# design 1

### Nets reached from selected ports, design 1

Scale: 2 px per um.
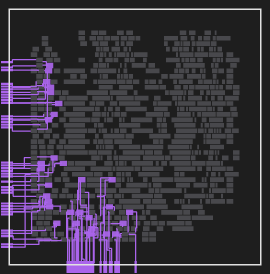

File: config.mk
export PLATFORM = sky130hd
export DESIGN_NAME = add_arb_rr_flat
export DESIGN_NICKNAME = d
export VERILOG_FILES = /design/src/rtl/add_pkg.sv /design/src/rtl/add_arb_rr_if.sv /design/src/rtl/add_pipe2.sv /design/src/rtl/add_arb_rr.sv /design/src/flat_wrapper.sv
export SDC_FILE = /design/constraint.sdc
export NUM_CORES = 1
export LEC_CHECK = 0
export CAP_MARGIN = 20
export CORE_AREA = 10 10 115 117
export CTS_CLUSTER_SIZE = 40
export DETAILED_ROUTE_END_ITERATION = 8
export DIE_AREA = 0 0 125 127
export HOLD_SLACK_MARGIN = 0.03
export PLACE_DENSITY = 0.84
export SETUP_SLACK_MARGIN = 0.4
export SLEW_MARGIN = 20
export SYNTH_ARGS = -nofsm -noshare
export SYNTH_HDL_FRONTEND = slang
export SYNTH_SLANG_ARGS = --single-unit
File: constraint.sdc
create_clock -name clk -period 8.1 [get_ports clk]
set_clock_uncertainty 0.1 [all_clocks]
set_input_delay 1.62 -clock clk [delete_from_list [all_inputs] [get_ports clk]]
set_output_delay 1.62 -clock clk [all_outputs]
set_load 0.005 [all_outputs]
File: src/rtl/add_pkg.sv
// Shared defaults and helpers for the round-robin split-carry adder.
package add_pkg;

   localparam int DEF_WIDTH  = 15;
   localparam int DEF_WIDTH1 = 7;
   localparam int DEF_WIDTH2 = 8;
   localparam int DEF_N      = 4;

   function automatic int tag_w(input int n);
      return (n > 1) ? $clog2(n) : 1;
   endfunction

endpackage

File: src/rtl/add_arb_rr_if.sv
// Requester/result bundle between the adder block and its environment.
interface add_arb_rr_if
   import add_pkg::*;
#(
   parameter int WIDTH = DEF_WIDTH,
   parameter int N     = DEF_N,
   parameter int TW    = tag_w(N)
);

   logic                 ena;
   logic [N-1:0]         req;
   logic [N*WIDTH-1:0]   x_in;
   logic [N*WIDTH-1:0]   y_in;
   logic [N-1:0]         gnt;
   logic [WIDTH-1:0]     sum_out;
   logic                 vld_out;
   logic [TW-1:0]        tag_out;
   logic [15:0]          ops_cnt;

   modport master (
      output ena, req, x_in, y_in,
      input  gnt, sum_out, vld_out, tag_out, ops_cnt
   );

   modport slave (
      input  ena, req, x_in, y_in,
      output gnt, sum_out, vld_out, tag_out, ops_cnt
   );

endinterface

File: src/rtl/add_pipe2.sv
// Two-stage split-carry adder: segment sums first, carry fold-in second.
module add_pipe2
   import add_pkg::*;
#(
   parameter int W1 = DEF_WIDTH1,
   parameter int W2 = DEF_WIDTH2,
   parameter int TW = tag_w(DEF_N)
) (
   input  logic             clk,
   input  logic             reset_n,
   input  logic             ena_i,
   input  logic             vld_i,
   input  logic [TW-1:0]    tag_i,
   input  logic [W1+W2-1:0] a_i,
   input  logic [W1+W2-1:0] b_i,
   output logic             vld_o,
   output logic [TW-1:0]    tag_o,
   output logic [W1+W2-1:0] sum_o
);

   localparam int W = W1 + W2;

   logic [W1:0]   lo_d;
   logic [W1-1:0] lo_q;
   logic          cy_q;
   logic [W2-1:0] hi_q;
   logic [W-1:0]  sum_q;
   logic [1:0]    vld_q;
   logic [TW-1:0] tag1_q;
   logic [TW-1:0] tag2_q;

   assign lo_d = {1'b0, a_i[W1-1:0]} + {1'b0, b_i[W1-1:0]};

   // Final carry-out of the MSB segment is dropped: modulo 2^W.
   always_ff @(posedge clk) begin
      if (ena_i) begin
         {cy_q, lo_q} <= lo_d;
         hi_q         <= a_i[W-1:W1] + b_i[W-1:W1];
         sum_q        <= {hi_q + W2'(cy_q), lo_q};
      end
   end

   always_ff @(posedge clk) begin
      if (!reset_n) begin
         vld_q  <= '0;
         tag1_q <= '0;
         tag2_q <= '0;
      end else if (ena_i) begin
         vld_q  <= {vld_q[0], vld_i};
         tag1_q <= tag_i;
         tag2_q <= tag1_q;
      end
   end

   assign vld_o = vld_q[1];
   assign tag_o = tag2_q;
   assign sum_o = sum_q;

endmodule

File: src/rtl/add_arb_rr.sv
// Round-robin arbiter feeding a shared split-carry adder pipeline.
module add_arb_rr
   import add_pkg::*;
#(
   parameter int WIDTH  = DEF_WIDTH,
   parameter int WIDTH1 = DEF_WIDTH1,
   parameter int WIDTH2 = DEF_WIDTH2,
   parameter int N      = DEF_N
) (
   input  logic       clk,
   input  logic       reset_n,
   add_arb_rr_if.slave bus
);

   localparam int TW = tag_w(N);

   logic [TW-1:0]    rr_q;
   logic [TW-1:0]    rr_d;
   logic [TW-1:0]    gidx;
   logic [TW-1:0]    cand;
   logic             hit;
   logic             cv_q;
   logic [TW-1:0]    ct_q;
   logic [WIDTH-1:0] cx_q;
   logic [WIDTH-1:0] cy_q;
   logic             pv;
   logic [TW-1:0]    pt;
   logic [WIDTH-1:0] ps;
   logic             vo_q;
   logic [TW-1:0]    to_q;
   logic [WIDTH-1:0] so_q;
   logic [15:0]      ops_q;
   logic [15:0]      ops_d;

   // First asserted request at or after rr, searching upward mod N.
   always_comb begin
      hit  = 1'b0;
      gidx = '0;
      cand = '0;
      if (bus.ena && reset_n) begin
         for (int k = 0; k < N; k++) begin
            cand = TW'((int'(rr_q) + k) % N);
            if (!hit && bus.req[cand]) begin
               hit  = 1'b1;
               gidx = cand;
            end
         end
      end
   end

   always_comb begin
      rr_d = rr_q;
      if (hit) begin
         rr_d = (int'(gidx) == N - 1) ? '0 : gidx + 1'b1;
      end
   end

   assign bus.gnt = hit ? (N'(1) << gidx) : '0;

   always_ff @(posedge clk) begin
      if (!reset_n) begin
         rr_q <= '0;
         cv_q <= 1'b0;
         ct_q <= '0;
      end else if (bus.ena) begin
         rr_q <= rr_d;
         cv_q <= hit;
         ct_q <= gidx;
      end
   end

   always_ff @(posedge clk) begin
      if (hit) begin
         cx_q <= bus.x_in[gidx*WIDTH +: WIDTH];
         cy_q <= bus.y_in[gidx*WIDTH +: WIDTH];
      end
   end

   add_pipe2 #(
      .W1 (WIDTH1),
      .W2 (WIDTH2),
      .TW (TW)
   ) u_pipe (
      .clk     (clk),
      .reset_n (reset_n),
      .ena_i   (bus.ena),
      .vld_i   (cv_q),
      .tag_i   (ct_q),
      .a_i     (cx_q),
      .b_i     (cy_q),
      .vld_o   (pv),
      .tag_o   (pt),
      .sum_o   (ps)
   );

   assign ops_d = ops_q + 16'd1;

   always_ff @(posedge clk) begin
      if (!reset_n) begin
         vo_q  <= 1'b0;
         to_q  <= '0;
         so_q  <= '0;
         ops_q <= '0;
      end else if (bus.ena) begin
         vo_q <= pv;
         if (pv) begin
            to_q  <= pt;
            so_q  <= ps;
            ops_q <= ops_d;
         end
      end
   end

   assign bus.vld_out = vo_q;
   assign bus.tag_out = to_q;
   assign bus.sum_out = so_q;
   assign bus.ops_cnt = ops_q;

endmodule

File: src/flat_wrapper.sv
// flat-port wrapper written by rule: the top's interface ports become plain ports
module add_arb_rr_flat import add_pkg::*;
#(
   parameter int WIDTH  = DEF_WIDTH,
   parameter int WIDTH1 = DEF_WIDTH1,
   parameter int WIDTH2 = DEF_WIDTH2,
   parameter int N      = DEF_N
)
  (clk, reset_n, bus_ena, bus_req, bus_x_in, bus_y_in, bus_gnt, bus_sum_out, bus_vld_out, bus_tag_out, bus_ops_cnt);
  add_arb_rr_if #(.WIDTH(WIDTH), .N(N)) bus_i ();
  input  logic clk;
  input  logic reset_n;
  input wire logic [$bits(bus_i.ena)-1:0] bus_ena;
  input wire logic [$bits(bus_i.req)-1:0] bus_req;
  input wire logic [$bits(bus_i.x_in)-1:0] bus_x_in;
  input wire logic [$bits(bus_i.y_in)-1:0] bus_y_in;
  output wire logic [$bits(bus_i.gnt)-1:0] bus_gnt;
  output wire logic [$bits(bus_i.sum_out)-1:0] bus_sum_out;
  output wire logic [$bits(bus_i.vld_out)-1:0] bus_vld_out;
  output wire logic [$bits(bus_i.tag_out)-1:0] bus_tag_out;
  output wire logic [$bits(bus_i.ops_cnt)-1:0] bus_ops_cnt;
  assign bus_i.ena = bus_ena;
  assign bus_i.req = bus_req;
  assign bus_i.x_in = bus_x_in;
  assign bus_i.y_in = bus_y_in;
  assign bus_gnt = bus_i.gnt;
  assign bus_sum_out = bus_i.sum_out;
  assign bus_vld_out = bus_i.vld_out;
  assign bus_tag_out = bus_i.tag_out;
  assign bus_ops_cnt = bus_i.ops_cnt;
  add_arb_rr #(.WIDTH(WIDTH), .WIDTH1(WIDTH1), .WIDTH2(WIDTH2), .N(N)) u_core (.clk(clk), .reset_n(reset_n), .bus(bus_i));
endmodule
# design 2

## src/rtl/debounce8.sv

```systemverilog
// Eight-channel push-button / switch conditioner.
// Each raw input passes a two-flop synchroniser, then a per-channel stability
// counter that only lets the registered level follow the synchronised input
// after DEBOUNCE_CYCLES consecutive differing samples. One-cycle rise/fall
// strobes accompany every level change.
module debounce8 #(
  parameter int unsigned DEBOUNCE_CYCLES = 16,
  parameter int unsigned CNT_WIDTH       = 5
) (
  input  logic       clk,
  input  logic       reset,
  input  logic [7:0] in,
  output logic [7:0] out,
  output logic [7:0] rise,
  output logic [7:0] fall
);

  // Terminal count: the change is accepted on the DEBOUNCE_CYCLES-th
  // consecutive mismatching sample.
  localparam logic [CNT_WIDTH-1:0] TermCnt = CNT_WIDTH'(DEBOUNCE_CYCLES - 1);
  localparam logic [CNT_WIDTH-1:0] CntOne  = CNT_WIDTH'(1);

  logic [7:0]           sync1_q, sync2_q;
  logic [7:0]           out_q, out_d;
  logic [7:0]           rise_q, rise_d;
  logic [7:0]           fall_q, fall_d;
  logic [CNT_WIDTH-1:0] cnt_q [8];
  logic [CNT_WIDTH-1:0] cnt_d [8];

  // Per-channel filter next state; terminal compare precedes the increment,
  // so a counter can never wrap.
  always_comb begin
    out_d  = out_q;
    rise_d = '0;
    fall_d = '0;
    for (int i = 0; i < 8; i++) begin
      cnt_d[i] = '0;
      if (sync2_q[i] != out_q[i]) begin
        if (cnt_q[i] == TermCnt) begin
          out_d[i]  = sync2_q[i];
          rise_d[i] = sync2_q[i];
          fall_d[i] = ~sync2_q[i];
        end else begin
          cnt_d[i] = cnt_q[i] + CntOne;
        end
      end
    end
  end

  // Synchroniser, filter state and strobes; reset dominates everything.
  always_ff @(posedge clk) begin
    if (reset) begin
      sync1_q <= '0;
      sync2_q <= '0;
      out_q   <= '0;
      rise_q  <= '0;
      fall_q  <= '0;
      for (int i = 0; i < 8; i++) begin
        cnt_q[i] <= '0;
      end
    end else begin
      sync1_q <= in;
      sync2_q <= sync1_q;
      out_q   <= out_d;
      rise_q  <= rise_d;
      fall_q  <= fall_d;
      for (int i = 0; i < 8; i++) begin
        cnt_q[i] <= cnt_d[i];
      end
    end
  end

  assign out  = out_q;
  assign rise = rise_q;
  assign fall = fall_q;

endmodule

```

## config.mk

```make
export PLATFORM = sky130hd
export DESIGN_NAME = debounce8
export DESIGN_NICKNAME = d
export VERILOG_FILES = /design/src/rtl/debounce8.sv
export SDC_FILE = /design/constraint.sdc
export NUM_CORES = 1
export LEC_CHECK = 0
export CAP_MARGIN = 25
export CORE_MARGIN = 10
export CORE_UTILIZATION = 56
export DETAILED_ROUTE_END_ITERATION = 16
export PLACE_DENSITY_LB_ADDON = 0.25
export SETUP_SLACK_MARGIN = 0.3
export SYNTH_ARGS = -nofsm -noshare
export SYNTH_HDL_FRONTEND = slang
export SYNTH_SLANG_ARGS = --single-unit
```

## constraint.sdc

```tcl
create_clock -name clk -period 3.8 [get_ports clk]
set_input_delay 0.76 -clock clk [delete_from_list [all_inputs] [get_ports clk]]
set_output_delay 0.76 -clock clk [all_outputs]
set_load 0.005 [all_outputs]
```

### Cell outlines without signal wires, design 2

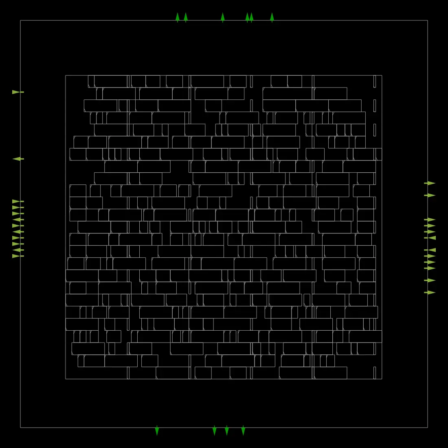
core area: 4817 um2
non-filler cells, final: 365
Flops: 80

### Nets reached from selected ports, design 2

Scale: 3 px per um.
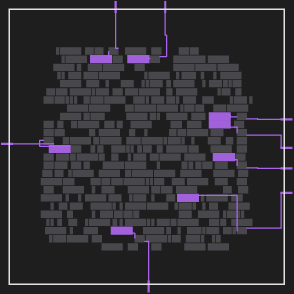
purple -> `fall`  # bits 8, direction output, end cells 8, buffers 8, wire 179 um

==> results.cfg, design 2 <==
; implementation run metrics
[status]
status = finished, final reports clean

[yosys]
yosys_area_um2 = 2839
avgSynthCellArea_um2 = 11.22
ff_type = dfxtp_1
ys_seq_share_pct = 56.41
most_common_cell = dfxtp_1

[die]
n_tap_cell = 67

[final_timing]
relSlewSlack_pct = 72.15
finalHoldViolCount = 0
tightestPinTransition_ps = 417.7

[route]
remaining_drc_errors = 0
drt_iter0_drc = 43
wl_per_cell_um = 11.10

[layout]
n_all_buffers = 34
clkbuf_count = 11
post_route_cells_drive_above_1_share_pct = 13.76
syn_to_final_growth_pct = 21.20
final_core_util_pct = 71.43
fin_nets = 319

[critical_path]
cp_slowest_cell = clkdlybuf4s50_1
reg2reg_depth = 5

[grt]
grt_pass1_vias = 1623

[clock_network]
numCtsBuffers = 9
hold_buffers = 0
clk_pin_slew_ps = 80
htree_levels = 3

[job]
warnings = 26

[placement]
port_buffers = 33

[hold_path]
holdPathStages = 1
design 2: path summary, 6_finish.rpt:
path / to / startpoint / slack, ps
min: sync2_q[0] / sync1_q[0] / 440
max reg2reg: cnt_q[1][17] / cnt_q[1][15] / 2260
min reg2reg: sync2_q[0] / sync1_q[0] / 440
max: out[0] / out[0] / 1750
design 2: per-layer routing:
metal / wire [um] / part of all wire, %
met1: 1974 / 49
met2: 1690 / 42
met3: 304 / 7.5
met4: 81 / 2.0
met5: 0 / 0
design 2: per-stage QoR:
step / instances / setup slack, ps
6_report: 365 / 1751
5_1_grt: 365 / 1681
4_1_cts: 365 / 1719
3_5_place_dp: 349 / 1711
3_3_place_gp: 349 / 1738
2_1_floorplan: 253 / 2363
design 2: worst reg2reg max path: stages (launching register included):
cell	delay [ps]
dfxtp_1	330
ha_1	220
and3_1	190
ha_1	230
or3_4	410
nor2_1	110
design 2: where the power goes:
| group | switching [mW] | internal [mW] | leakage [nW] |
|---|---|---|---|
| Combinational | 0.0143 | 0.0217 | 0.547 |
| Clock | 0.284 | 0.337 | 0.101 |
| Sequential | 0.00635 | 0.848 | 0.648 |
| Total | 0.304 | 1.21 | 1.30 |
### Gate-type map, design 1

Scale: 4 px per um.
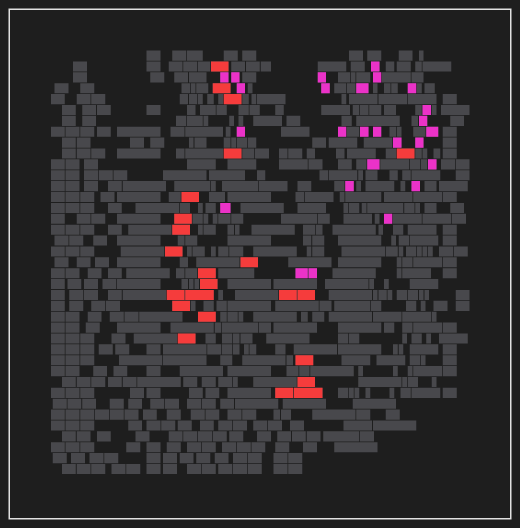
red -> adder and majority cells  # cells 23
magenta -> AND and OR gates  # cells 26
Commonest Layout Cell: clkdlybuf4s50_1
combinational fraction of the cell area: 34.12%
non-filler cells, final: 773

About 'Nets reached from selected ports' of design 1:
purple -> `bus_y_in`  # bits 60, direction input, end cells 30, buffers 60, wire 1510 um
IO Port Bufs: 164
Top Ports: 165

==> results.cfg, design 1 <==
; implementation run metrics
[grt]
grt_max_degree = 61
met2_usage_pct = 27.24
top_usage_layer = met2

[layout]
antenna_cells = 0
final_core_util_pct = 67.76

[power]
internal_power_uw = 978.5
p_per_area_nw_per_um2 = 167.4

[yosys]
top_cells_by_area = edfxtp_1, mux2i_1, dfxtp_1
yosys_area_um2 = 5568
ys_cells = 465
syn_nets = 615

[job]
warnings = 29
drv_cap = 0

[critical_path]
cp-start-kind = primary input
reg2reg_depth = 5
crit_fanout = 5
criticalPathCategory = primary input to primary output
crit_path_start = bus_req[3]
crit_chain = clkdlybuf4s50_1 -> nor4_1 -> nor2_4 -> o221ai_4 -> inv_1 -> ha_1 -> and2_1 -> clkdlybuf4s50_1
cp_num_buf_inv = 3

[route]
wl_per_cell_um = 15.88
drt_iter0_drc = 256
routed-wl-met2_mm = 6.087

[clock_network]
clk_latency_ps = 340
postCtsSetupBuffers = 0
cts_resized = 0
hold_buffers = 0

[status]
status = finished, final reports clean
design 1: per-stage QoR:
stage                     std cells  cell area [um2]
after floorplan                 465             5568
after global placement          757             7218
after detailed placement        757             7218
after CTS                       773             7538
after global routing            773             7538
final                           773             7538
design 1: kinds of logic (layout without fill, tap and decap cells):
kind of cell               count (synthesis)  after routing
and+or+nand+nor                          116            116
DFF                                      106            106
muxes                                     97             97
AOI/OAI and AO/OA                         61             61
buffers and inverters                     36            201
xor gates and xnor gates                  26             26
adders and majority gates                 23             23
design 1: sequential cells by signal, summed over array words and instances, names as in the netlist, 7 cells and up:
register,cells
u_core.u_pipe.hi_q,8
u_core.cx_q,15
u_core.bus.ops_cnt,16
u_core.bus.sum_out,15
u_core.u_pipe.lo_q,7
u_core.cy_q,15
u_core.u_pipe.sum_o,15
design 1: layout make-up:
type / instances / area [um2] / share of cell area, %
sequential: 106 / 2733 / 36.25
multi-input combinational: 323 / 2572 / 34.12
timing repair buffer: 169 / 1674 / 22.21
clock buffer: 10 / 250.2 / 3.320
tap: 143 / 178.9 / 2.373
clock inverter: 6 / 70.07 / 0.9295
inverter: 16 / 60.06 / 0.7967


==> screenshots <==
Drive-strength map.
Scale: 4 px per um.
(a)
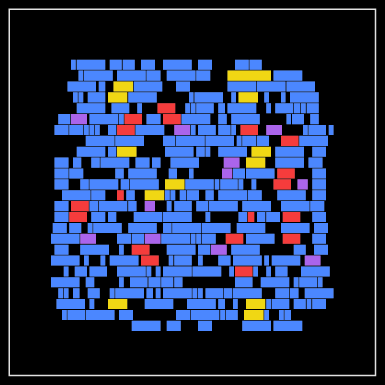
(b)
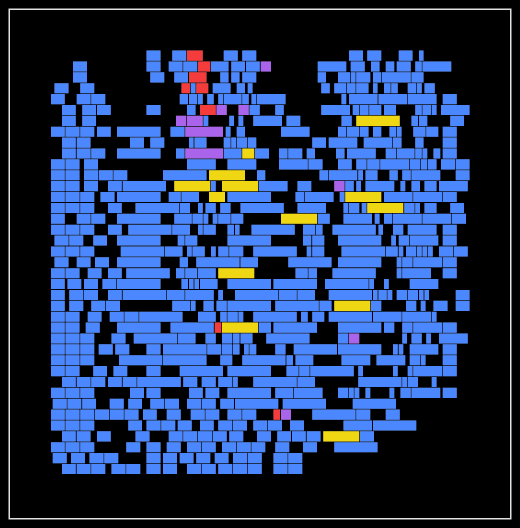
| picture | from |
|---|---|
| (a) | design 2 |
| (b) | design 1 |

Key to (a):
purple -> drive 3 to 4  # cells 11, share 3.7%
red -> drive 2  # cells 18, share 6.0%
yellow -> drive 6 and up  # cells 12, share 4.0%
blue -> drive 1 or less  # cells 257, share 86%

Power and IR drop assume default switching activity.
